# ---- circuit_sweep_ctrl ----
Fig. 1: circuit_sweep_ctrl, signal wires on met3
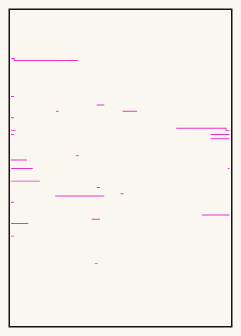

--- src/rtl/circuit_sweep_pkg.sv ---
// Shared types and constants for the exhaustive 4-input circuit sweep controller.
// Latency: n/a (declarations only).
// Backpressure: n/a.
package circuit_sweep_pkg;

  localparam int VEC_W      = 4;
  localparam int TBL_W      = 16;
  localparam int SETTLE_MIN = 1;
  localparam int SETTLE_MAX = 15;
  localparam int CNT_W      = 4;

  typedef enum logic [1:0] {
    ST_IDLE    = 2'd0,
    ST_SETTLE  = 2'd1,
    ST_CAPTURE = 2'd2,
    ST_DONE    = 2'd3
  } state_t;

endpackage

--- src/rtl/circuit_sweep_cmp.sv ---
// Lowest-set-bit finder over the table/golden difference vector.
// Latency: combinational.
// Backpressure: none.
// Ports: i_diff  - table XOR golden, bit n set where vector n disagrees
//        o_any   - at least one bit set
//        o_idx   - index of the lowest set bit, 0 when none is set
module circuit_sweep_cmp
  import circuit_sweep_pkg::*;
(
  input  logic [TBL_W-1:0] i_diff,
  output logic             o_any,
  output logic [VEC_W-1:0] o_idx
);

  always_comb begin
    o_any = |i_diff;
    o_idx = '0;
    // Scan from the top down so the lowest set bit is the last one written.
    for (int i = TBL_W - 1; i >= 0; i--) begin
      if (i_diff[i]) begin
        o_idx = VEC_W'(i);
      end
    end
  end

endmodule

--- src/rtl/circuit_sweep_ctrl.sv ---
// Sweeps all 16 input vectors of an external 4-input circuit, capturing F into a truth table.
// Latency: start at edge k -> done pulse in cycle k+1+16*(SETTLE_CYCLES+1).
// Backpressure: none; start ignored while busy, abort returns to IDLE on the next edge.
// Ports: clk/rst (sync, active-high), start, abort, vec_o {A,B,C,D}, f_i (circuit F),
//        expected_i (golden table), busy, done, table_o, mismatch, mismatch_idx.
// Option: CIRCUIT_SWEEP_COMPARE_EN enables the golden-table comparison; otherwise
//         mismatch/mismatch_idx are tied to 0 and expected_i is ignored.
module circuit_sweep_ctrl
  import circuit_sweep_pkg::*;
#(
  parameter int SETTLE_CYCLES = 1
) (
  input  logic             clk,
  input  logic             rst,
  input  logic             start,
  input  logic             abort,
  output logic [VEC_W-1:0] vec_o,
  input  logic             f_i,
  input  logic [TBL_W-1:0] expected_i,
  output logic             busy,
  output logic             done,
  output logic [TBL_W-1:0] table_o,
  output logic             mismatch,
  output logic [VEC_W-1:0] mismatch_idx
);

  // Out-of-range settings are clamped into the legal window.
  localparam int SETTLE_EFF = (SETTLE_CYCLES < SETTLE_MIN) ? SETTLE_MIN :
                              (SETTLE_CYCLES > SETTLE_MAX) ? SETTLE_MAX : SETTLE_CYCLES;
  localparam logic [CNT_W-1:0] SETTLE_LAST = CNT_W'(SETTLE_EFF - 1);
  localparam logic [VEC_W-1:0] IDX_LAST    = VEC_W'(TBL_W - 1);

  state_t           r_state;
  state_t           w_next;
  logic [VEC_W-1:0] r_idx;
  logic [CNT_W-1:0] r_cnt;
  logic [TBL_W-1:0] r_table;
  logic             w_start_ok;

  assign w_start_ok = start && !abort;

  always_comb begin
    w_next = r_state;
    unique case (r_state)
      ST_IDLE: begin
        if (w_start_ok) w_next = ST_SETTLE;
      end
      ST_SETTLE: begin
        if (abort)                     w_next = ST_IDLE;
        else if (r_cnt == SETTLE_LAST) w_next = ST_CAPTURE;
      end
      ST_CAPTURE: begin
        if (abort)                  w_next = ST_IDLE;
        else if (r_idx == IDX_LAST) w_next = ST_DONE;
        else                        w_next = ST_SETTLE;
      end
      ST_DONE: begin
        // abort is deliberately not looked at here: a completed sweep always reports.
        w_next = ST_IDLE;
      end
      default: w_next = ST_IDLE;
    endcase
  end

  always_ff @(posedge clk) begin
    if (rst) begin
      r_state <= ST_IDLE;
      r_idx   <= '0;
      r_cnt   <= '0;
      r_table <= '0;
    end else begin
      r_state <= w_next;
      unique case (r_state)
        ST_IDLE: begin
          if (w_start_ok) begin
            r_idx   <= '0;
            r_cnt   <= '0;
            r_table <= '0;
          end
        end
        ST_SETTLE: begin
          if (!abort) r_cnt <= r_cnt + 1'b1;
        end
        ST_CAPTURE: begin
          if (!abort) begin
            r_table[r_idx] <= f_i;
            r_cnt          <= '0;
            // idx stops at the last vector; it is never wrapped back to 0.
            if (r_idx != IDX_LAST) r_idx <= r_idx + 1'b1;
          end
        end
        default: ;
      endcase
    end
  end

  // vec_o follows idx directly, so it also holds its last value while idle.
  assign vec_o   = r_idx;
  assign busy    = (r_state != ST_IDLE);
  assign done    = (r_state == ST_DONE);
  assign table_o = r_table;

`ifdef CIRCUIT_SWEEP_COMPARE_EN
  logic [TBL_W-1:0] w_diff;
  logic             w_any;
  logic [VEC_W-1:0] w_first;
  logic             r_mismatch;
  logic [VEC_W-1:0] r_mismatch_idx;

  assign w_diff = r_table ^ expected_i;

  circuit_sweep_cmp u_cmp (
    .i_diff (w_diff),
    .o_any  (w_any),
    .o_idx  (w_first)
  );

  // The final table bit is written on the CAPTURE->DONE edge, so the
  // comparison seen during DONE already covers all 16 vectors.
  always_ff @(posedge clk) begin
    if (rst) begin
      r_mismatch     <= 1'b0;
      r_mismatch_idx <= '0;
    end else if (r_state == ST_DONE) begin
      r_mismatch     <= w_any;
      r_mismatch_idx <= w_first;
    end
  end

  assign mismatch     = r_mismatch;
  assign mismatch_idx = r_mismatch_idx;
`else
  logic w_unused_expected;
  assign w_unused_expected = ^expected_i;
  assign mismatch          = 1'b0;
  assign mismatch_idx      = '0;
`endif

endmodule

--- config.mk ---
export PLATFORM = sky130hd
export DESIGN_NAME = circuit_sweep_ctrl
export DESIGN_NICKNAME = d
export VERILOG_FILES = /design/src/rtl/circuit_sweep_pkg.sv /design/src/rtl/circuit_sweep_cmp.sv /design/src/rtl/circuit_sweep_ctrl.sv
export SDC_FILE = /design/constraint.sdc
export NUM_CORES = 1
export LEC_CHECK = 0
export CAP_MARGIN = 20
export CELL_PAD_IN_SITES_DETAIL_PLACEMENT = 2
export CELL_PAD_IN_SITES_GLOBAL_PLACEMENT = 2
export CORE_ASPECT_RATIO = 1.5
export CORE_MARGIN = 5
export CORE_UTILIZATION = 27
export CTS_CLUSTER_DIAMETER = 150
export CTS_CLUSTER_SIZE = 40
export DETAILED_ROUTE_END_ITERATION = 8
export GPL_ROUTABILITY_DRIVEN = 0
export PLACE_DENSITY = 0.9
export SLEW_MARGIN = 20
export SYNTH_ARGS = -nofsm -noshare
export SYNTH_HDL_FRONTEND = slang
export SYNTH_SLANG_ARGS = --single-unit
--- constraint.sdc ---
create_clock -name clk -period 2.6 [get_ports clk]
set_clock_uncertainty 0.2 [all_clocks]
set_input_delay 0.26 -clock clk [delete_from_list [all_inputs] [get_ports clk]]
set_output_delay 0.26 -clock clk [all_outputs]
set_load 0.005 [all_outputs]
# ---- fetch_unit ----
## config.mk

```make
export PLATFORM = sky130hd
export DESIGN_NAME = fetch_unit
export DESIGN_NICKNAME = d
export VERILOG_FILES = /design/src/rtl/fetch_pkg.sv /design/src/rtl/fetch_queue.sv /design/src/rtl/fetch_unit.sv
export SDC_FILE = /design/constraint.sdc
export NUM_CORES = 1
export LEC_CHECK = 0
export CORE_ASPECT_RATIO = 1.25
export CORE_MARGIN = 2
export CORE_UTILIZATION = 40
export CTS_CLUSTER_SIZE = 20
export DETAILED_ROUTE_END_ITERATION = 8
export GPL_ROUTABILITY_DRIVEN = 0
export PLACE_DENSITY_LB_ADDON = 0.3
export SETUP_SLACK_MARGIN = 0.3
export SYNTH_ARGS = -nofsm -noshare
export SYNTH_HDL_FRONTEND = slang
export SYNTH_SLANG_ARGS = --single-unit
```

## constraint.sdc

```tcl
create_clock -name aclk -period 5.6 [get_ports aclk]
set_clock_uncertainty 0.05 [all_clocks]
set_input_delay 0.56 -clock aclk [delete_from_list [all_inputs] [get_ports aclk]]
set_output_delay 0.56 -clock aclk [all_outputs]
set_load 0.05 [all_outputs]
```

## src/rtl/fetch_pkg.sv

```systemverilog
// Shared types and defaults for the instruction fetch stage.
package fetch_pkg;

    localparam int FETCH_WORD_WIDTH = 16;
    localparam int FETCH_DEPTH      = 4;

    typedef enum logic [1:0] {
        IDLE = 2'd0,
        REQ  = 2'd1,
        FULL = 2'd2
    } fetch_state_t;

    typedef struct packed {
        logic [FETCH_WORD_WIDTH-1:0] pc;
        logic [FETCH_WORD_WIDTH-1:0] instr;
    } fetch_entry_t;

endpackage

```

## src/rtl/fetch_queue.sv

```systemverilog
// Prefetch FIFO of {pc, instr} entries; flush overrides push and pop.
module fetch_queue
    import fetch_pkg::*;
#(
    parameter int DEPTH = FETCH_DEPTH,
    localparam int AW = $clog2(DEPTH),
    localparam int CW = AW + 1
) (
    input  logic          aclk,
    input  logic          aresetn,
    input  logic          push,
    input  logic          pop,
    input  logic          flush,
    input  fetch_entry_t  entry,
    output fetch_entry_t  head,
    output logic [CW-1:0] count
);

    fetch_entry_t  mem_q [DEPTH];
    fetch_entry_t  mem_d [DEPTH];
    logic [AW-1:0] wr_q, wr_d;
    logic [AW-1:0] rd_q, rd_d;
    logic [CW-1:0] cnt_q, cnt_d;

    // DEPTH is a power of two, so the pointers wrap on their own.
    always_comb begin
        mem_d = mem_q;
        wr_d  = wr_q;
        rd_d  = rd_q;
        cnt_d = cnt_q;
        if (flush) begin
            wr_d  = '0;
            rd_d  = '0;
            cnt_d = '0;
        end else begin
            if (push) begin
                mem_d[wr_q] = entry;
                wr_d        = wr_q + AW'(1);
            end
            if (pop) begin
                rd_d = rd_q + AW'(1);
            end
            cnt_d = cnt_q + CW'(push) - CW'(pop);
        end
    end

    always_ff @(posedge aclk or negedge aresetn) begin
        if (!aresetn) begin
            for (int i = 0; i < DEPTH; i++) begin
                mem_q[i] <= '0;
            end
            wr_q  <= '0;
            rd_q  <= '0;
            cnt_q <= '0;
        end else begin
            mem_q <= mem_d;
            wr_q  <= wr_d;
            rd_q  <= rd_d;
            cnt_q <= cnt_d;
        end
    end

    assign head  = mem_q[rd_q];
    assign count = cnt_q;

endmodule

```

## src/rtl/fetch_unit.sv

```systemverilog
// Instruction fetch: follows brancher PC loads, reads memory one word at a
// time and hands {pc, instr} pairs to the decoder through a prefetch queue.
//
//   state | meaning
//   IDLE  | no valid fetch pointer yet
//   REQ   | memory read outstanding at tx_mem_addr
//   FULL  | pointer valid, queue full, waiting for a pop or a load
module fetch_unit
    import fetch_pkg::*;
#(
    parameter int WORD_WIDTH = FETCH_WORD_WIDTH,
    parameter int DEPTH      = FETCH_DEPTH
) (
    input  logic                  aclk,
    input  logic                  aresetn,
    input  logic                  rx_pc_load,
    input  logic [WORD_WIDTH-1:0] rx_program_counter,
    output logic                  tx_mem_req,
    output logic [WORD_WIDTH-1:0] tx_mem_addr,
    input  logic                  rx_mem_ack,
    input  logic [WORD_WIDTH-1:0] rx_mem_data,
    output logic                  tx_instr_valid,
    output logic [WORD_WIDTH-1:0] tx_instr,
    output logic [WORD_WIDTH-1:0] tx_instr_pc,
    input  logic                  rx_instr_ready
);

    localparam int CW = $clog2(DEPTH) + 1;

    fetch_state_t          state_q, state_d;
    logic [WORD_WIDTH-1:0] ptr_q, ptr_d;
    logic [WORD_WIDTH-1:0] addr_q, addr_d;
    logic                  ptr_vld_q, ptr_vld_d;
    logic                  discard_q, discard_d;

    logic                  ack, push, pop;
    logic [CW-1:0]         count, occ_next;
    fetch_entry_t          entry, head;

    fetch_queue #(.DEPTH(DEPTH)) u_queue (
        .aclk    (aclk),
        .aresetn (aresetn),
        .push    (push),
        .pop     (pop),
        .flush   (rx_pc_load),
        .entry   (entry),
        .head    (head),
        .count   (count)
    );

    always_comb begin
        ack      = (state_q == REQ) && rx_mem_ack;
        pop      = (count != '0) && rx_instr_ready;
        push     = ack && !discard_q && !rx_pc_load;
        entry    = '{pc: ptr_q, instr: rx_mem_data};
        occ_next = rx_pc_load ? '0 : (count + CW'(push) - CW'(pop));

        ptr_d     = ptr_q;
        ptr_vld_d = ptr_vld_q | rx_pc_load;
        if (rx_pc_load) begin
            ptr_d = rx_program_counter;
        end else if (push) begin
            ptr_d = ptr_q + WORD_WIDTH'(1);
        end

        // A load while a read is in flight lets the read finish at its old
        // address but marks its data for dropping.
        discard_d = discard_q;
        if (ack) begin
            discard_d = 1'b0;
        end else if (rx_pc_load && (state_q == REQ)) begin
            discard_d = 1'b1;
        end

        state_d = state_q;
        addr_d  = addr_q;
        if ((state_q == REQ) && !ack) begin
            state_d = REQ;
        end else if (!ptr_vld_d) begin
            state_d = IDLE;
        end else if (occ_next < CW'(DEPTH)) begin
            state_d = REQ;
            addr_d  = ptr_d;
        end else begin
            state_d = FULL;
        end
    end

    always_ff @(posedge aclk or negedge aresetn) begin
        if (!aresetn) begin
            state_q   <= IDLE;
            ptr_q     <= '0;
            addr_q    <= '0;
            ptr_vld_q <= 1'b0;
            discard_q <= 1'b0;
        end else begin
            state_q   <= state_d;
            ptr_q     <= ptr_d;
            addr_q    <= addr_d;
            ptr_vld_q <= ptr_vld_d;
            discard_q <= discard_d;
        end
    end

    assign tx_mem_req     = (state_q == REQ);
    assign tx_mem_addr    = addr_q;
    assign tx_instr_valid = (count != '0);
    assign tx_instr       = head.instr;
    assign tx_instr_pc    = head.pc;

endmodule

```

Fig. 2: circuit_sweep_ctrl, clock network drawn from the DEF
The bar under the picture is 20 um long.
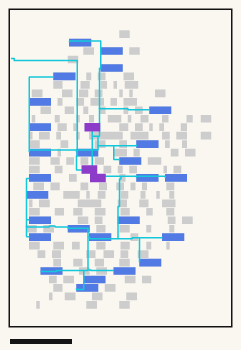
legend:
  flip-flops:
    colour: blue
    count: 26
  cells driving clock nets:
    colour: purple
    count: 3
  clock wires:
    colour: cyan
    length: 382 um
routed clock nets: 4

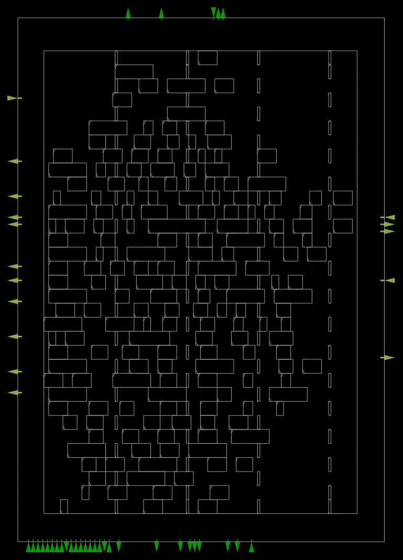
Fig. 3. Placed standard cells (circuit_sweep_ctrl).
# Taps: 70
core area: 0.00545 sq mm
post-route insts no fill: 252

About Fig. 1:
wire length on this layer: 116 um
longest straight run: 20.2 um
main direction: horizontal
nets with wire on the layer: 20
Total Routed Length: 4730 um
Via Count: 1361
met3 Use GR: 1.69%

==> Changelog: implementation, circuit_sweep_ctrl <==
### Metrics

- Sw Ratio: 22.6%
- Comb gates: 108
- Setup Fix Bufs, Post-CTS: 0
- Max Cap Violations: 0
- Die ar.: 0.00722 sq mm
- Post-synthesis cell count: 159
- Overall Power: 0.824 mW
- Int Pwr: 0.638 mW
- Critical path's top delay family: flip-flops
- Row count: 33
- Layout cells sized above 1: 11.5%
- Rel. slew slack: 41.3%
- Pre-CTS WS: 0.430 ns
- CP Max Fanout: 26
- CP max stage delay: 0.91 ns
- Dpl hpwl: 3330 um
- CTS tree: done
- Status: finished, final reports clean
- Clock power share: 41.6%
- Area share, top type: 34.5%
- Critical path endpoint category: output pin
- Flops after synth: 26
- Largest net degree at the start of global routing: 27
- Tcrit/Tclk final: 88.3%
- Top Usage Layer GRT: met2
- Internal reg-to-reg setup slack: 0.48 ns
- Biggest area cells: dfxtp_1 (34%), a32o_1 (9.3%), a211o_1 (8.7%)
- Filler Cells Inserted: 624
- Post-synthesis sequential area ratio: 34.5%
- Biggest consumer: sequential cells
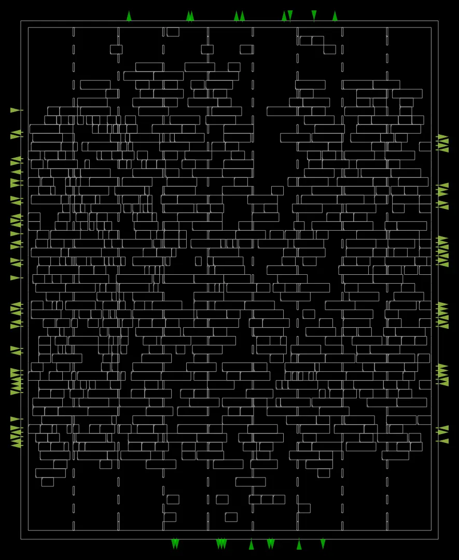
Fig. 4. Placed standard cells (fetch_unit).
registers: 171
post-route insts no fill: 861
fin util: 48.8%
Filler Cells Inserted: 1681
Seq area share: 45.6%

==> Changelog: implementation, fetch_unit <==
### Metrics

- Status: finished, final reports clean
- CP Buf/Inv Count: 2
- CP max stage delay: 0.79 ns
- P_seq: 1.94 mW
- Met1 Track Usage GR: 21.9%
- LEAKAGE: 4.14 nW
- Die Wd: 129 um
- Met2 Usage GRT: 27.8%
- Vias in the first global route: 5235
- # Taps: 236
- GRT Total Usage: 16.7%
- Sw Ratio: 38.3%
- Crit path time final: 3.61 ns
- Dpl hpwl: 10300 um
- Init Core Util: 40.4%
- Insertion delay at the late pin of the worst-skew pair: 0.42 ns
- Synth unique cells: 57
- Clk root buf: clkbuf_16
- Setup Fix Bufs, Post-CTS: 0
- Comb gates: 323
- Placed cell count: 830
- CTS tree: done
- CTS sink cnt: 171
- Internal reg-to-reg setup slack: 2.20 ns
- Area share, top type: 55.1%
- Logic share of the area: 34.9%
- Row count: 57
- Crit-path cells: buf_4 -> mux4_2 -> clkdlybuf4s50_1

## Gallery

Cell density map.
picture 1
The die is cut into 13 by 16 equal tiles; white is low, dark blue is high, 0 to 100% covered.
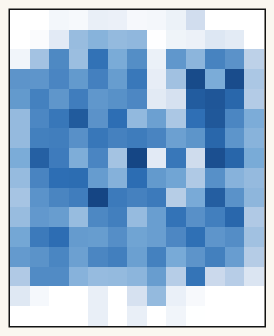
picture 2
The die is cut into 7 by 10 equal tiles; white is low, dark blue is high, 0 to 100% covered.
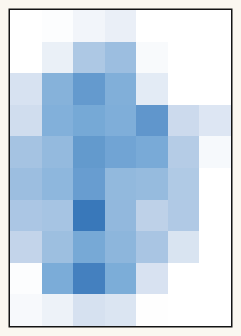
picture 1 -> fetch_unit
picture 2 -> circuit_sweep_ctrl


# ---- hamming_serial_decoder ----
Fig. 5: hamming_serial_decoder, clock network drawn from the DEF
The bar under the picture is 20 um long.
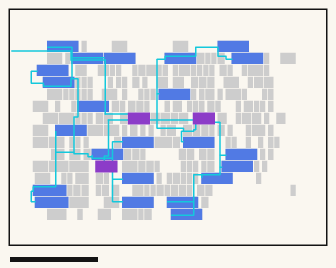

`src/rtl/hamming_serial_decoder.sv`:
```
// Serial Hamming decoder: shifts in a W-bit frame LSB first, then computes the
// syndrome, corrects single errors (SECDED optionally detects doubles) and holds the results.
module hamming_serial_decoder #(
  parameter int R      = 3,
  parameter int SECDED = 0,
  localparam int N     = (1 << R) - 1,
  localparam int K     = N - R,
  localparam int W     = N + SECDED
) (
  input  logic         clock,
  input  logic         reset,
  input  logic         dataIncoming,
  input  logic         dataIn,
  output logic [W-1:0] currentData,
  output logic [K-1:0] dataOut,
  output logic [R-1:0] parity,
  output logic         errorFound,
  output logic         errorCorrected,
  output logic         uncorrectable,
  output logic         done,
  output logic         busy,
  output logic         overrun,
  output logic [1:0]   state
);

  localparam int CW = $clog2(W);

  typedef enum logic [1:0] {IDLE = 2'd0, SHIFT = 2'd1, CHECK = 2'd2, DONE = 2'd3} state_t;

  state_t         state_q, state_d;
  logic [W-1:0]   frame;
  logic [CW-1:0]  count;
  logic [R-1:0]   syndrome;
  logic           overall;
  logic [W-1:0]   fixed;
  logic [K-1:0]   data_bits;
  logic           fix, bad;

  always_ff @(posedge clock) begin
    if (reset) state_q <= IDLE;
    else       state_q <= state_d;
  end

  always_comb begin
    state_d = state_q;
    case (state_q)
      IDLE:    if (dataIncoming) state_d = SHIFT;
      SHIFT:   if (dataIncoming && count == CW'(W - 1)) state_d = CHECK;
      CHECK:   state_d = DONE;
      DONE:    state_d = IDLE;
      default: state_d = IDLE;
    endcase
  end

  always_comb begin
    busy    = (state_q != IDLE);
    done    = (state_q == DONE);
    overrun = dataIncoming && (state_q == CHECK || state_q == DONE);
    state   = state_q;
  end

  // The count is back at zero in IDLE, so the IDLE bit lands at index 0.
  always_ff @(posedge clock) begin
    if (reset) begin
      frame <= '0;
      count <= '0;
    end else if (dataIncoming && (state_q == IDLE || state_q == SHIFT)) begin
      frame[count] <= dataIn;
      count        <= (count == CW'(W - 1)) ? '0 : count + CW'(1);
    end
  end

  always_comb begin
    syndrome = '0;
    overall  = 1'b0;
    for (int i = 0; i < N; i++)
      if (frame[i]) syndrome = syndrome ^ R'(i + 1);
    for (int i = 0; i < W; i++)
      overall = overall ^ frame[i];

    fix = 1'b0;
    bad = 1'b0;
    if (SECDED != 0) begin
      if (syndrome != '0 && !overall) bad = 1'b1;
      else if (overall)               fix = 1'b1;
    end else begin
      fix = (syndrome != '0);
    end

    fixed = frame;
    if (fix) begin
      if (syndrome == '0) begin
        if (SECDED != 0) fixed[W-1] = ~fixed[W-1];
      end else begin
        for (int i = 0; i < N; i++)
          if (syndrome == R'(i + 1)) fixed[i] = ~fixed[i];
      end
    end

    // Data bits occupy the non-power-of-two positions, packed in ascending order.
    data_bits = '0;
    begin
      int k;
      k = 0;
      for (int p = 1; p <= N; p++) begin
        if ((p & (p - 1)) != 0) begin
          data_bits[k] = fixed[p-1];
          k++;
        end
      end
    end
  end

  always_ff @(posedge clock) begin
    if (reset) begin
      currentData    <= '0;
      dataOut        <= '0;
      parity         <= '0;
      errorFound     <= 1'b0;
      errorCorrected <= 1'b0;
      uncorrectable  <= 1'b0;
    end else if (state_q == CHECK) begin
      currentData    <= fixed;
      dataOut        <= data_bits;
      parity         <= syndrome;
      errorFound     <= fix | bad;
      errorCorrected <= fix;
      uncorrectable  <= bad;
    end
  end

endmodule

```
`config.mk`:
```
export PLATFORM = sky130hd
export DESIGN_NAME = hamming_serial_decoder
export DESIGN_NICKNAME = d
export VERILOG_FILES = /design/src/rtl/hamming_serial_decoder.sv
export SDC_FILE = /design/constraint.sdc
export NUM_CORES = 1
export LEC_CHECK = 0
export ABC_AREA = 1
export CORE_ASPECT_RATIO = 0.7
export CORE_MARGIN = 5
export CORE_UTILIZATION = 51
export CTS_CLUSTER_DIAMETER = 60
export DETAILED_ROUTE_END_ITERATION = 6
export PLACE_DENSITY = 0.79
export SYNTH_ARGS = -nofsm -noshare
export SYNTH_HDL_FRONTEND = slang
export SYNTH_SLANG_ARGS = --single-unit
```
`constraint.sdc`:
```
create_clock -name clock -period 2 [get_ports clock]
set_input_delay 0.5 -clock clock [delete_from_list [all_inputs] [get_ports clock]]
set_output_delay 0.5 -clock clock [all_outputs]
set_load 0.01 [all_outputs]
```
# ---- id_ex_operand_stage_flat ----
==> src/rtl/id_ex_operand_stage_if.sv <==
// id_ex_operand_stage_if: decode, hazard, writeback and EX-operand signals of the ID/EX stage
interface id_ex_operand_stage_if;
    logic        id_valid;
    logic [4:0]  id_rs1_addr;
    logic [4:0]  id_rs2_addr;
    logic [4:0]  id_rd_addr;
    logic [31:0] id_rs1_data;
    logic [31:0] id_rs2_data;
    logic [3:0]  id_alu_ctrl;
    logic        id_reg_write;
    logic        stall;
    logic        flush;
    logic        exmem_reg_write;
    logic [4:0]  exmem_rd;
    logic [31:0] exmem_result;
    logic        memwb_reg_write;
    logic [4:0]  memwb_rd;
    logic [31:0] memwb_result;
    logic        ex_valid;
    logic [31:0] rs_1;
    logic [31:0] rs_2;
    logic [3:0]  alu_ctrl;
    logic [4:0]  ex_rd_addr;
    logic        ex_reg_write;
    logic [1:0]  fwd_a;
    logic [1:0]  fwd_b;

    modport master (
        output id_valid, id_rs1_addr, id_rs2_addr, id_rd_addr, id_rs1_data, id_rs2_data,
               id_alu_ctrl, id_reg_write, stall, flush,
               exmem_reg_write, exmem_rd, exmem_result, memwb_reg_write, memwb_rd, memwb_result,
        input  ex_valid, rs_1, rs_2, alu_ctrl, ex_rd_addr, ex_reg_write, fwd_a, fwd_b
    );

    modport slave (
        input  id_valid, id_rs1_addr, id_rs2_addr, id_rd_addr, id_rs1_data, id_rs2_data,
               id_alu_ctrl, id_reg_write, stall, flush,
               exmem_reg_write, exmem_rd, exmem_result, memwb_reg_write, memwb_rd, memwb_result,
        output ex_valid, rs_1, rs_2, alu_ctrl, ex_rd_addr, ex_reg_write, fwd_a, fwd_b
    );
endinterface

==> src/rtl/id_ex_operand_stage.sv <==
// id_ex_operand_stage: ID/EX pipeline register with EX/MEM and MEM/WB operand forwarding
module id_ex_operand_stage (
    input logic                  clk,
    input logic                  rst,
    id_ex_operand_stage_if.slave bus
);
    logic        valid;
    logic [4:0]  rs1_addr;
    logic [4:0]  rs2_addr;
    logic [31:0] op_a;
    logic [31:0] op_b;
    logic [3:0]  alu_ctrl_q;
    logic [4:0]  rd_addr;
    logic        reg_write;
    logic [1:0]  fwd_a;
    logic [1:0]  fwd_b;
    logic [31:0] rs_1;
    logic [31:0] rs_2;

    // forward select: EX/MEM beats MEM/WB, x0 and bubbles never forwarded
    always_comb begin
        fwd_a = !valid || rs1_addr == 5'd0 ? 2'b00 :
                bus.exmem_reg_write && bus.exmem_rd == rs1_addr ? 2'b10 :
                bus.memwb_reg_write && bus.memwb_rd == rs1_addr ? 2'b01 : 2'b00;
        fwd_b = !valid || rs2_addr == 5'd0 ? 2'b00 :
                bus.exmem_reg_write && bus.exmem_rd == rs2_addr ? 2'b10 :
                bus.memwb_reg_write && bus.memwb_rd == rs2_addr ? 2'b01 : 2'b00;
        rs_1  = fwd_a == 2'b10 ? bus.exmem_result : fwd_a == 2'b01 ? bus.memwb_result : op_a;
        rs_2  = fwd_b == 2'b10 ? bus.exmem_result : fwd_b == 2'b01 ? bus.memwb_result : op_b;
    end

    // slot update: reset/flush clear, stall holds but refreshes operands with forwarded values
    always_ff @(posedge clk) begin
        if (rst || bus.flush) begin
            valid      <= 1'b0;
            rs1_addr   <= 5'd0;
            rs2_addr   <= 5'd0;
            op_a       <= 32'd0;
            op_b       <= 32'd0;
            alu_ctrl_q <= 4'd0;
            rd_addr    <= 5'd0;
            reg_write  <= 1'b0;
        end else if (bus.stall) begin
            op_a       <= rs_1;
            op_b       <= rs_2;
        end else begin
            valid      <= bus.id_valid;
            rs1_addr   <= bus.id_rs1_addr;
            rs2_addr   <= bus.id_rs2_addr;
            op_a       <= bus.id_rs1_data;
            op_b       <= bus.id_rs2_data;
            alu_ctrl_q <= bus.id_alu_ctrl;
            rd_addr    <= bus.id_rd_addr;
            reg_write  <= bus.id_reg_write;
        end
    end

    assign bus.ex_valid     = valid;
    assign bus.alu_ctrl     = alu_ctrl_q;
    assign bus.ex_rd_addr   = rd_addr;
    assign bus.ex_reg_write = reg_write;
    assign bus.fwd_a        = fwd_a;
    assign bus.fwd_b        = fwd_b;
    assign bus.rs_1         = rs_1;
    assign bus.rs_2         = rs_2;
endmodule

==> src/flat_wrapper.sv <==
// flat-port wrapper written by rule: the top's interface ports become plain ports
module id_ex_operand_stage_flat 
  (clk, rst, bus_id_valid, bus_id_rs1_addr, bus_id_rs2_addr, bus_id_rd_addr, bus_id_rs1_data, bus_id_rs2_data, bus_id_alu_ctrl, bus_id_reg_write, bus_stall, bus_flush, bus_exmem_reg_write, bus_exmem_rd, bus_exmem_result, bus_memwb_reg_write, bus_memwb_rd, bus_memwb_result, bus_ex_valid, bus_rs_1, bus_rs_2, bus_alu_ctrl, bus_ex_rd_addr, bus_ex_reg_write, bus_fwd_a, bus_fwd_b);
  id_ex_operand_stage_if bus_i ();
  input logic clk;
  input logic rst;
  input wire logic [$bits(bus_i.id_valid)-1:0] bus_id_valid;
  input wire logic [$bits(bus_i.id_rs1_addr)-1:0] bus_id_rs1_addr;
  input wire logic [$bits(bus_i.id_rs2_addr)-1:0] bus_id_rs2_addr;
  input wire logic [$bits(bus_i.id_rd_addr)-1:0] bus_id_rd_addr;
  input wire logic [$bits(bus_i.id_rs1_data)-1:0] bus_id_rs1_data;
  input wire logic [$bits(bus_i.id_rs2_data)-1:0] bus_id_rs2_data;
  input wire logic [$bits(bus_i.id_alu_ctrl)-1:0] bus_id_alu_ctrl;
  input wire logic [$bits(bus_i.id_reg_write)-1:0] bus_id_reg_write;
  input wire logic [$bits(bus_i.stall)-1:0] bus_stall;
  input wire logic [$bits(bus_i.flush)-1:0] bus_flush;
  input wire logic [$bits(bus_i.exmem_reg_write)-1:0] bus_exmem_reg_write;
  input wire logic [$bits(bus_i.exmem_rd)-1:0] bus_exmem_rd;
  input wire logic [$bits(bus_i.exmem_result)-1:0] bus_exmem_result;
  input wire logic [$bits(bus_i.memwb_reg_write)-1:0] bus_memwb_reg_write;
  input wire logic [$bits(bus_i.memwb_rd)-1:0] bus_memwb_rd;
  input wire logic [$bits(bus_i.memwb_result)-1:0] bus_memwb_result;
  output wire logic [$bits(bus_i.ex_valid)-1:0] bus_ex_valid;
  output wire logic [$bits(bus_i.rs_1)-1:0] bus_rs_1;
  output wire logic [$bits(bus_i.rs_2)-1:0] bus_rs_2;
  output wire logic [$bits(bus_i.alu_ctrl)-1:0] bus_alu_ctrl;
  output wire logic [$bits(bus_i.ex_rd_addr)-1:0] bus_ex_rd_addr;
  output wire logic [$bits(bus_i.ex_reg_write)-1:0] bus_ex_reg_write;
  output wire logic [$bits(bus_i.fwd_a)-1:0] bus_fwd_a;
  output wire logic [$bits(bus_i.fwd_b)-1:0] bus_fwd_b;
  assign bus_i.id_valid = bus_id_valid;
  assign bus_i.id_rs1_addr = bus_id_rs1_addr;
  assign bus_i.id_rs2_addr = bus_id_rs2_addr;
  assign bus_i.id_rd_addr = bus_id_rd_addr;
  assign bus_i.id_rs1_data = bus_id_rs1_data;
  assign bus_i.id_rs2_data = bus_id_rs2_data;
  assign bus_i.id_alu_ctrl = bus_id_alu_ctrl;
  assign bus_i.id_reg_write = bus_id_reg_write;
  assign bus_i.stall = bus_stall;
  assign bus_i.flush = bus_flush;
  assign bus_i.exmem_reg_write = bus_exmem_reg_write;
  assign bus_i.exmem_rd = bus_exmem_rd;
  assign bus_i.exmem_result = bus_exmem_result;
  assign bus_i.memwb_reg_write = bus_memwb_reg_write;
  assign bus_i.memwb_rd = bus_memwb_rd;
  assign bus_i.memwb_result = bus_memwb_result;
  assign bus_ex_valid = bus_i.ex_valid;
  assign bus_rs_1 = bus_i.rs_1;
  assign bus_rs_2 = bus_i.rs_2;
  assign bus_alu_ctrl = bus_i.alu_ctrl;
  assign bus_ex_rd_addr = bus_i.ex_rd_addr;
  assign bus_ex_reg_write = bus_i.ex_reg_write;
  assign bus_fwd_a = bus_i.fwd_a;
  assign bus_fwd_b = bus_i.fwd_b;
  id_ex_operand_stage u_core (.clk(clk), .rst(rst), .bus(bus_i));
endmodule
==> config.mk <==
export PLATFORM = sky130hd
export DESIGN_NAME = id_ex_operand_stage_flat
export DESIGN_NICKNAME = d
export VERILOG_FILES = /design/src/rtl/id_ex_operand_stage_if.sv /design/src/rtl/id_ex_operand_stage.sv /design/src/flat_wrapper.sv
export SDC_FILE = /design/constraint.sdc
export NUM_CORES = 1
export LEC_CHECK = 0
export ABC_AREA = 1
export CAP_MARGIN = 10
export CORE_MARGIN = 3
export CORE_UTILIZATION = 44
export DETAILED_ROUTE_END_ITERATION = 8
export PLACE_DENSITY_LB_ADDON = 0.2
export SYNTH_ARGS = -nofsm -noshare
export SYNTH_HDL_FRONTEND = slang
export SYNTH_SLANG_ARGS = --single-unit
==> constraint.sdc <==
create_clock -name clk -period 1.99 [get_ports clk]
set_clock_uncertainty 0.05 [all_clocks]
set_input_delay 0.398 -clock clk [delete_from_list [all_inputs] [get_ports clk]]
set_output_delay 0.398 -clock clk [all_outputs]
set_load 0.005 [all_outputs]
# ---- shift_arb_seq_flat ----
`src/rtl/shift_arb_seq_if.sv`:
```
// Request/response bundle for the shared bit-serial shifter: two requester
// ports plus one result port.
interface shift_arb_seq_if #(
    parameter int WIDTH = 4,
    parameter int SHW   = 4
);
    logic             req0_valid;
    logic             req0_ready;
    logic [WIDTH-1:0] req0_data;
    logic [SHW-1:0]   req0_amt;
    logic [1:0]       req0_op;

    logic             req1_valid;
    logic             req1_ready;
    logic [WIDTH-1:0] req1_data;
    logic [SHW-1:0]   req1_amt;
    logic [1:0]       req1_op;

    logic             resp_valid;
    logic             resp_ready;
    logic [WIDTH-1:0] resp_data;
    logic             resp_id;

    // Requesters and the result consumer.
    modport master (
        output req0_valid, req0_data, req0_amt, req0_op,
        output req1_valid, req1_data, req1_amt, req1_op,
        output resp_ready,
        input  req0_ready, req1_ready,
        input  resp_valid, resp_data, resp_id
    );

    // The shifter itself.
    modport slave (
        input  req0_valid, req0_data, req0_amt, req0_op,
        input  req1_valid, req1_data, req1_amt, req1_op,
        input  resp_ready,
        output req0_ready, req1_ready,
        output resp_valid, resp_data, resp_id
    );
endinterface

```
`src/rtl/shift_arb_seq.sv`:
```
// Two-requester round-robin arbiter in front of a one-bit-per-cycle shifter
// (LSR/LSL/ASR/ROR) with a valid/ready result port.
module shift_arb_seq #(
    parameter int WIDTH = 4,
    parameter int SHW   = 4,
    parameter int CW    = 3
) (
    input  logic           clk,
    input  logic           rst_n,
    shift_arb_seq_if.slave bus
);
    typedef enum logic [1:0] {IDLE, SHIFT, DONE} state_t;

    localparam logic [1:0] OP_LSR = 2'b00;
    localparam logic [1:0] OP_LSL = 2'b01;
    localparam logic [1:0] OP_ASR = 2'b10;
    localparam logic [1:0] OP_ROR = 2'b11;
    localparam int unsigned WU = WIDTH;

    state_t           state_q, state_d;
    logic [WIDTH-1:0] work_q, work_d;
    logic [CW-1:0]    cnt_q, cnt_d;
    logic [1:0]       op_q, op_d;
    logic             id_q, id_d;
    logic             ptr_q, ptr_d;
    logic             gnt_vld, gnt_id;

    // Step count: beyond WIDTH steps LSR/LSL/ASR no longer change, ROR wraps.
    function automatic logic [CW-1:0] load_cnt(input logic [1:0] op, input logic [SHW-1:0] amt);
        int unsigned a;
        a = 32'(amt);
        if (op == OP_ROR) return CW'(a % WU);
        if (a >= WU) return CW'(WU);
        return CW'(a);
    endfunction

    function automatic logic [WIDTH-1:0] step(input logic [1:0] op, input logic [WIDTH-1:0] w);
        logic signed [WIDTH-1:0] s;
        s = $signed(w);
        case (op)
            OP_LSR:  return {1'b0, w[WIDTH-1:1]};
            OP_LSL:  return {w[WIDTH-2:0], 1'b0};
            OP_ASR:  return $unsigned(s >>> 1);
            default: return {w[0], w[WIDTH-1:1]};
        endcase
    endfunction

    // Lone requester wins; on contention the pointer decides.
    assign gnt_vld = bus.req0_valid | bus.req1_valid;
    assign gnt_id  = bus.req1_valid & (~bus.req0_valid | ptr_q);

    assign bus.req0_ready = rst_n && (state_q == IDLE) && bus.req0_valid && !gnt_id;
    assign bus.req1_ready = rst_n && (state_q == IDLE) && bus.req1_valid && gnt_id;
    assign bus.resp_valid = (state_q == DONE);
    assign bus.resp_data  = work_q;
    assign bus.resp_id    = id_q;

    always_comb begin
        state_d = state_q;
        work_d  = work_q;
        cnt_d   = cnt_q;
        op_d    = op_q;
        id_d    = id_q;
        ptr_d   = ptr_q;
        case (state_q)
            IDLE: begin
                if (gnt_vld) begin
                    id_d    = gnt_id;
                    state_d = SHIFT;
                    if (gnt_id) begin
                        work_d = bus.req1_data;
                        op_d   = bus.req1_op;
                        cnt_d  = load_cnt(bus.req1_op, bus.req1_amt);
                    end else begin
                        work_d = bus.req0_data;
                        op_d   = bus.req0_op;
                        cnt_d  = load_cnt(bus.req0_op, bus.req0_amt);
                    end
                end
            end
            SHIFT: begin
                if (cnt_q == '0) begin
                    state_d = DONE;
                end else begin
                    work_d = step(op_q, work_q);
                    cnt_d  = cnt_q - CW'(1);
                end
            end
            DONE: begin
                if (bus.resp_ready) begin
                    state_d = IDLE;
                    ptr_d   = ~id_q;
                end
            end
            default: state_d = IDLE;
        endcase
    end

    always_ff @(posedge clk or negedge rst_n) begin
        if (!rst_n) begin
            state_q <= IDLE;
            work_q  <= '0;
            cnt_q   <= '0;
            op_q    <= OP_LSR;
            id_q    <= 1'b0;
            ptr_q   <= 1'b0;
        end else begin
            state_q <= state_d;
            work_q  <= work_d;
            cnt_q   <= cnt_d;
            op_q    <= op_d;
            id_q    <= id_d;
            ptr_q   <= ptr_d;
        end
    end
endmodule

```
`src/flat_wrapper.sv`:
```
// flat-port wrapper written by rule: the top's interface ports become plain ports
module shift_arb_seq_flat 
#(
    parameter int WIDTH = 4,
    parameter int SHW   = 4,
    parameter int CW    = 3
)
  (clk, rst_n, bus_req0_valid, bus_req0_data, bus_req0_amt, bus_req0_op, bus_req1_valid, bus_req1_data, bus_req1_amt, bus_req1_op, bus_resp_ready, bus_req0_ready, bus_req1_ready, bus_resp_valid, bus_resp_data, bus_resp_id);
  shift_arb_seq_if #(.WIDTH(WIDTH), .SHW(SHW)) bus_i ();
  input  logic clk;
  input  logic rst_n;
  input wire logic [$bits(bus_i.req0_valid)-1:0] bus_req0_valid;
  input wire logic [$bits(bus_i.req0_data)-1:0] bus_req0_data;
  input wire logic [$bits(bus_i.req0_amt)-1:0] bus_req0_amt;
  input wire logic [$bits(bus_i.req0_op)-1:0] bus_req0_op;
  input wire logic [$bits(bus_i.req1_valid)-1:0] bus_req1_valid;
  input wire logic [$bits(bus_i.req1_data)-1:0] bus_req1_data;
  input wire logic [$bits(bus_i.req1_amt)-1:0] bus_req1_amt;
  input wire logic [$bits(bus_i.req1_op)-1:0] bus_req1_op;
  input wire logic [$bits(bus_i.resp_ready)-1:0] bus_resp_ready;
  output wire logic [$bits(bus_i.req0_ready)-1:0] bus_req0_ready;
  output wire logic [$bits(bus_i.req1_ready)-1:0] bus_req1_ready;
  output wire logic [$bits(bus_i.resp_valid)-1:0] bus_resp_valid;
  output wire logic [$bits(bus_i.resp_data)-1:0] bus_resp_data;
  output wire logic [$bits(bus_i.resp_id)-1:0] bus_resp_id;
  assign bus_i.req0_valid = bus_req0_valid;
  assign bus_i.req0_data = bus_req0_data;
  assign bus_i.req0_amt = bus_req0_amt;
  assign bus_i.req0_op = bus_req0_op;
  assign bus_i.req1_valid = bus_req1_valid;
  assign bus_i.req1_data = bus_req1_data;
  assign bus_i.req1_amt = bus_req1_amt;
  assign bus_i.req1_op = bus_req1_op;
  assign bus_i.resp_ready = bus_resp_ready;
  assign bus_req0_ready = bus_i.req0_ready;
  assign bus_req1_ready = bus_i.req1_ready;
  assign bus_resp_valid = bus_i.resp_valid;
  assign bus_resp_data = bus_i.resp_data;
  assign bus_resp_id = bus_i.resp_id;
  shift_arb_seq #(.WIDTH(WIDTH), .SHW(SHW), .CW(CW)) u_core (.clk(clk), .rst_n(rst_n), .bus(bus_i));
endmodule
```
`config.mk`:
```
export PLATFORM = sky130hd
export DESIGN_NAME = shift_arb_seq_flat
export DESIGN_NICKNAME = d
export VERILOG_FILES = /design/src/rtl/shift_arb_seq_if.sv /design/src/rtl/shift_arb_seq.sv /design/src/flat_wrapper.sv
export SDC_FILE = /design/constraint.sdc
export NUM_CORES = 1
export LEC_CHECK = 0
export CAP_MARGIN = 20
export CORE_ASPECT_RATIO = 0.8
export CORE_MARGIN = 3
export CORE_UTILIZATION = 45
export DETAILED_ROUTE_END_ITERATION = 8
export PLACE_DENSITY_LB_ADDON = 0.15
export SLEW_MARGIN = 10
export SYNTH_ARGS = -nofsm -noshare
export SYNTH_HDL_FRONTEND = slang
export SYNTH_SLANG_ARGS = --single-unit
```
`constraint.sdc`:
```
create_clock -name clk -period 4.5 [get_ports clk]
set_input_delay 1.125 -clock clk [delete_from_list [all_inputs] [get_ports clk]]
set_output_delay 1.125 -clock clk [all_outputs]
set_load 0.01 [all_outputs]
```
# ---- serial_subtractor ----
$ cat src/rtl/serial_subtractor.sv
// Bit-serial two's-complement subtractor: RESULT = A + ~B + 1, LSB first, one bit per clock.
// LDN mode (NEGATE=1) forces the minuend to zero, producing 0 - B.
module serial_subtractor #(
    parameter int WIDTH             = 32,
    parameter int PROPAGATION_DELAY = 15
) (
    input  logic             CLK,
    input  logic             RESET,
    input  logic             START,
    input  logic             NEGATE,
    input  logic [WIDTH-1:0] A,
    input  logic [WIDTH-1:0] B,
    output logic             BUSY,
    output logic             DONE,
    output logic [WIDTH-1:0] RESULT,
    output logic             CARRY
);

    localparam int CW = $clog2(WIDTH);

    // PROPAGATION_DELAY only shapes the behavioural model's output timing; this
    // implementation is ideal-registered, so the parameter is validated but unused.
    if (WIDTH < 2 || PROPAGATION_DELAY < 0) begin : g_bad_params
        $error("serial_subtractor: WIDTH must be >= 2 and PROPAGATION_DELAY >= 0");
    end

    typedef enum logic [1:0] {IDLE, SHIFT, FINISH} state_t;

    state_t           state;
    logic [WIDTH-1:0] a_reg;
    logic [WIDTH-1:0] b_reg;
    logic [WIDTH-1:0] acc;
    logic [CW-1:0]    count;
    logic             carry;

    logic a_bit;
    logic nb_bit;
    logic sum;
    logic carry_next;
    logic last;

    // One full-adder slice: the quad XOR stage plus the majority carry.
    always_comb begin
        a_bit      = a_reg[count];
        nb_bit     = ~b_reg[count];
        sum        = a_bit ^ nb_bit ^ carry;
        carry_next = (a_bit & nb_bit) | (a_bit & carry) | (nb_bit & carry);
        last       = (count == CW'(WIDTH - 1));
    end

    // NOTE: every register below uses <= so all updates see pre-edge values.
    always_ff @(posedge CLK) begin
        if (RESET) begin
            state  <= IDLE;
            a_reg  <= '0;
            b_reg  <= '0;
            acc    <= '0;
            count  <= '0;
            carry  <= 1'b0;
            RESULT <= '0;
            CARRY  <= 1'b0;
        end else begin
            case (state)
                IDLE, FINISH: begin
                    if (START) begin
                        a_reg <= NEGATE ? '0 : A;
                        b_reg <= B;
                        count <= '0;
                        carry <= 1'b1;
                        state <= SHIFT;
                    end else begin
                        state <= IDLE;
                    end
                end
                SHIFT: begin
                    acc   <= {sum, acc[WIDTH-1:1]};
                    carry <= carry_next;
                    count <= last ? '0 : count + CW'(1);
                    if (last) begin
                        RESULT <= {sum, acc[WIDTH-1:1]};
                        CARRY  <= carry_next;
                        state  <= FINISH;
                    end
                end
                default: state <= IDLE;
            endcase
        end
    end

    assign BUSY = (state == SHIFT);
    assign DONE = (state == FINISH);

endmodule
$ cat config.mk
export PLATFORM = sky130hd
export DESIGN_NAME = serial_subtractor
export DESIGN_NICKNAME = d
export VERILOG_FILES = /design/src/rtl/serial_subtractor.sv
export SDC_FILE = /design/constraint.sdc
export NUM_CORES = 1
export LEC_CHECK = 0
export CORE_ASPECT_RATIO = 1.5
export CORE_UTILIZATION = 56
export DETAILED_ROUTE_END_ITERATION = 6
export GPL_ROUTABILITY_DRIVEN = 1
export HOLD_SLACK_MARGIN = 0.08
export PLACE_DENSITY = 0.85
export SLEW_MARGIN = 0
export SYNTH_ARGS = -nofsm -noshare
export SYNTH_HDL_FRONTEND = slang
export SYNTH_SLANG_ARGS = --single-unit
$ cat constraint.sdc
create_clock -name CLK -period 4.5 [get_ports CLK]
set_input_delay 0.675 -clock CLK [delete_from_list [all_inputs] [get_ports CLK]]
set_output_delay 0.675 -clock CLK [all_outputs]
set_load 0.01 [all_outputs]

==> notes/layouts.md <==
Pictures saved along the way, in no particular order.

Signal wires on met3.
image #1
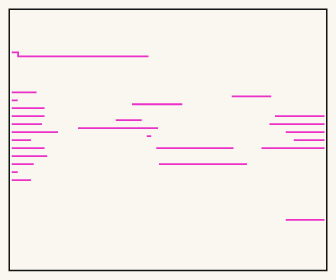
image #2
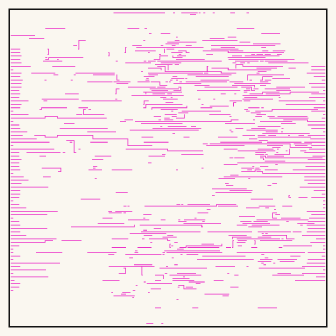
image #3
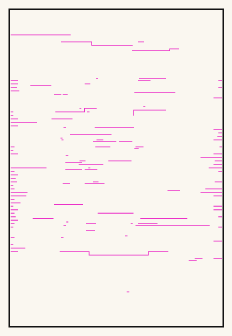
image #4
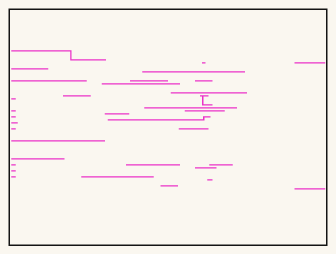
serial_subtractor -> image #3
shift_arb_seq_flat -> image #1
id_ex_operand_stage_flat -> image #2
hamming_serial_decoder -> image #4

Key to image #4:
nets with wire on the layer: 32
share of all routed wire: 8.7%
main direction: horizontal
longest straight run: 23.0 um

Fig. 6: shift_arb_seq_flat, clock network drawn from the DEF
The bar under the picture is 20 um long.
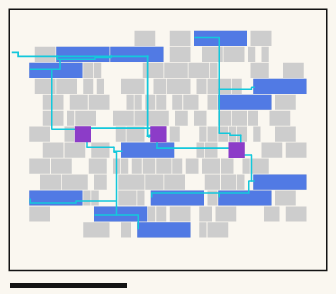
legend:
  cells driving clock nets:
    colour: purple
    count: 3
  clock wires:
    colour: cyan
    length: 207 um
  flip-flops:
    colour: blue
    count: 13
routed clock nets: 4
flops lie: widely spread

==> Changelog: implementation, shift_arb_seq_flat <==
### Metrics

- Final setup violation count: 0
- Int Pwr: 0.402 mW
- Layout cells sized above 1: 8.73%
- Dpl hpwl: 1760 um
- DRC viols: 0
- Hold Path Sink: u_core.cnt_q[1]
- Logic share of the area: 38.7%
- Critical path endpoint category: output pin
- WHS: 0.490 ns
- Sw Ratio: 41.0%
- Comb gates: 70
- Crit path time final: 4.03 ns
- Post-synthesis cell count: 91
- Vias in the first global route: 850
- TNS Setup: 0 ns
- CP Max Fanout: 5
- # Cells Yosys: 91
- PnR worst setup slack: 0.471 ns
- Antenna violations before repair: 0
- CTS sink cnt: 13
- PwrDens: 573 mW/mm^2
- WL/cell: 15.2 um
- Layout clock area frac: 2.21%
- Area growth syn-to-layout: 44.3%
- Arr. time, crit path: 2.90 ns
- Crit-path cells: clkdlybuf4s50_1 -> nor2b_1 -> nor2_1 -> nor3b_1 -> clkdlybuf4s50_1
- Drt initial violations: 31
- Most numerous cell on the critical path: clkdlybuf4s50_1
- Die ar.: 0.00239 sq mm
- Status: finished, final reports clean
- Die Ht: 44.3 um
- Net Sw Power: 0.280 mW
- GRT Total Usage: 21.5%
- H-tree depth: 1
- Hold Crit Start: u_core.cnt_q[1]
- Placer Congestion: 0.939
- CP max stage delay: 0.57 ns
- Top Usage Layer GRT: met2
- Rel. slew slack: 58.3%
- Comb area: 460 sq um
- Clk pin slew, worst setup/hold paths: 0.09 ns
- Hold depth: 2
- Die Wd: 53.9 um
- Met2 wire len: 1040 um
- First-pass GRT wire length: 3670 um
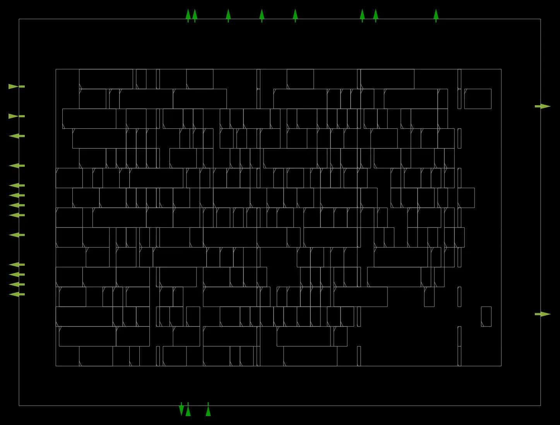
Fig. 7. Placed standard cells (hamming_serial_decoder).
fin util: 65.2%
registers: 23
Filler Cells Inserted: 236
core area: 0.00250 sq mm

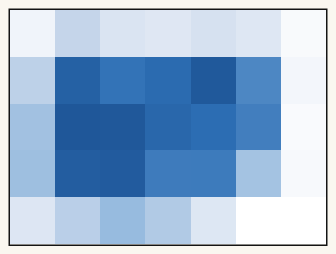
Fig. 8. Cell density map (hamming_serial_decoder).
The die is cut into 7 by 5 equal tiles; white is low, dark blue is high, 0 to 100% covered.
emptiest ninth of the die: south-east
mean over tiles: 42%
densest ninth of the die: centre
nearly empty tiles: 5.7%
fullest tile: 84%
tiles over 75% full: 26%
Init Core Util: 54.3%

## Picture notes: Fig. 5
legend:
  clock wires:
    colour: cyan
    length: 297 um
  cells driving clock nets:
    colour: purple
    count: 3
  flip-flops:
    colour: blue
    count: 23
routed clock nets: 4
clock power share: 15.2%
Clock group: 0.292 mW
skew final: 0.00182 ns
insertion delay at the late pin of the worst-skew pair: 0.27 ns

==> Changelog: implementation, hamming_serial_decoder <==
### Metrics

- Worst Setup SP: dataIncoming
- Slowest library cell on the worst path: clkdlybuf4s50_1
- Yosys Chip Area: 0.00136 sq mm
- Vias in the first global route: 1296
- Met2 wire len: 1500 um
- Remaining Overflow, GRT: 0
- Drt initial violations: 98
- Pins Over Slew Limit: 0
- Inverters excl. clock: 30
- Hold depth: 2
- WP depth: 4
- Area growth syn-to-layout: 19.9%
- Internal reg-to-reg setup slack: 0.25 ns
- Final Instance Area: 0.00163 sq mm
- I/O pins: 26
- Fa+ha+maj area frac: 3.69%
- Die Wd: 71.6 um
- Main flop type after synthesis: dfxtp_1
- RSZ-0062 raised after global routing: no
- Critical path endpoint category: output pin
- Status: finished, final reports clean
- Met3 wire length: 288 um
- Xor/xnor share: 0.646%
- H-tree depth: 1
- Max VDD drop: 0.806 mV
- Hold Crit Start: parity[2]
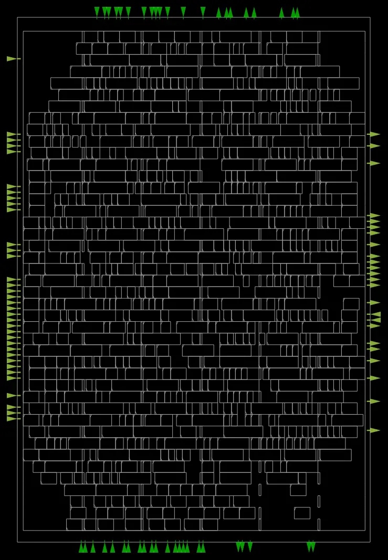
Fig. 9. Placed standard cells (serial_subtractor).
# Taps: 112
row count: 43
fin util: 73.7%
Seq area share: 39.5%

==> Changelog: implementation, serial_subtractor <==
### Metrics

- Status: finished, final reports clean
- Synth top cell by count: nand2_1
- Clk pin slew, worst setup/hold paths: 0.05 ns
- Layout cells sized above 1: 4.39%
- Comb gates: 478
- Slew @ Worst Pin: 1.18 ns
- Comb area: 0.00247 sq mm
- Registers: 136
- WL/cell: 14.3 um
- Max VDD drop: 0.320 mV
- Die Wd: 82.6 um
- Largest logic family: simple AND/OR/NAND/NOR gates
- Crit-path cells: nand2b_1 -> buf_4 -> inv_2 -> clkdlybuf4s50_1
- PostCTS Resize Cnt: 0
- Vias per inst: 5.56
- Via Count: 4800
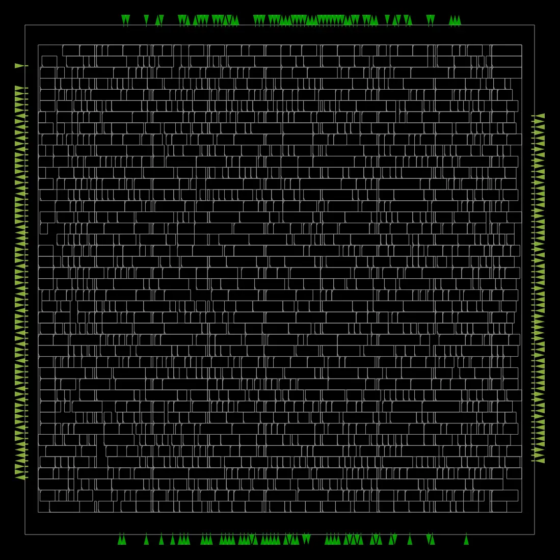
Fig. 10. Placed standard cells (id_ex_operand_stage_flat).
# Taps: 176
core area: 0.0135 sq mm
row count: 42
Filler Cells Inserted: 628
post-route insts no fill: 1658

==> Changelog: implementation, id_ex_operand_stage_flat <==
### Metrics

- Worst Setup SP: u_core.rs1_addr[4]
- Init Core Util: 45.8%
- Int Pwr: 3.48 mW
- Logic share of the area: 35.1%
- Failing checks: setup timing
- Final setup violation count: 98
- PnR worst setup slack: -0.815 ns
- Fmax: 356 MHz
- Comb area: 0.00425 sq mm
- Status: finished with violations
- First-pass GRT wire length: 43300 um
- Met1 Wirelength: 11500 um
- Vias in the first global route: 8733
- # diodes: 0
- Hold Path Sink: u_core.bus.ex_reg_write


==> gallery <==
Clock network drawn from the DEF.
shot_01.png
The bar under the picture is 50 um long.
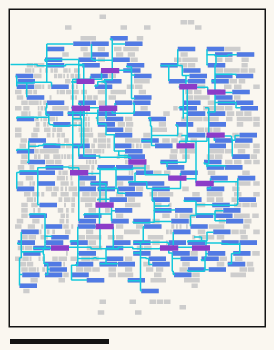
shot_02.png
The bar under the picture is 20 um long.
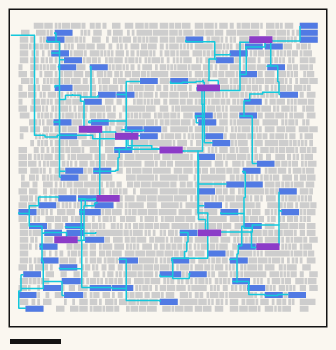
shot_03.png
The bar under the picture is 20 um long.
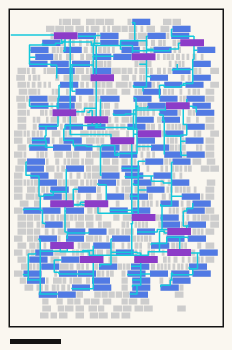
- id_ex_operand_stage_flat = shot_02.png
- fetch_unit = shot_01.png
- serial_subtractor = shot_03.png
The one with the smallest die is shot_03.png.
The one with the fewest sequential cells is shot_02.png.


==> notes/layouts.md <==
Pictures saved along the way, in no particular order.

Cell density map.
panel A
The die is cut into 11 by 9 equal tiles; white is low, dark blue is high, 0 to 100% covered.
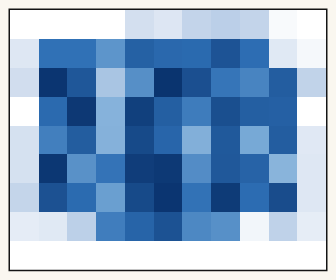
panel B
The die is cut into 12 by 12 equal tiles; white is low, dark blue is high, 0 to 100% covered.
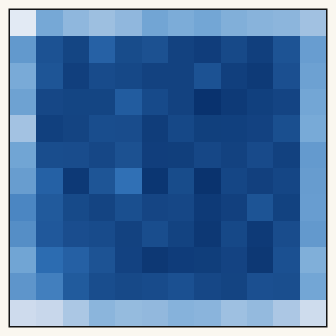
panel C
The die is cut into 8 by 12 equal tiles; white is low, dark blue is high, 0 to 100% covered.
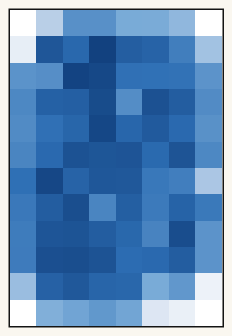
Of these, highest utilization: panel B
Panel B comes from id_ex_operand_stage_flat.
Panel C comes from serial_subtractor.
Panel A comes from shift_arb_seq_flat.

Power figures rest on the tool's default switching activity, not on a simulated workload.
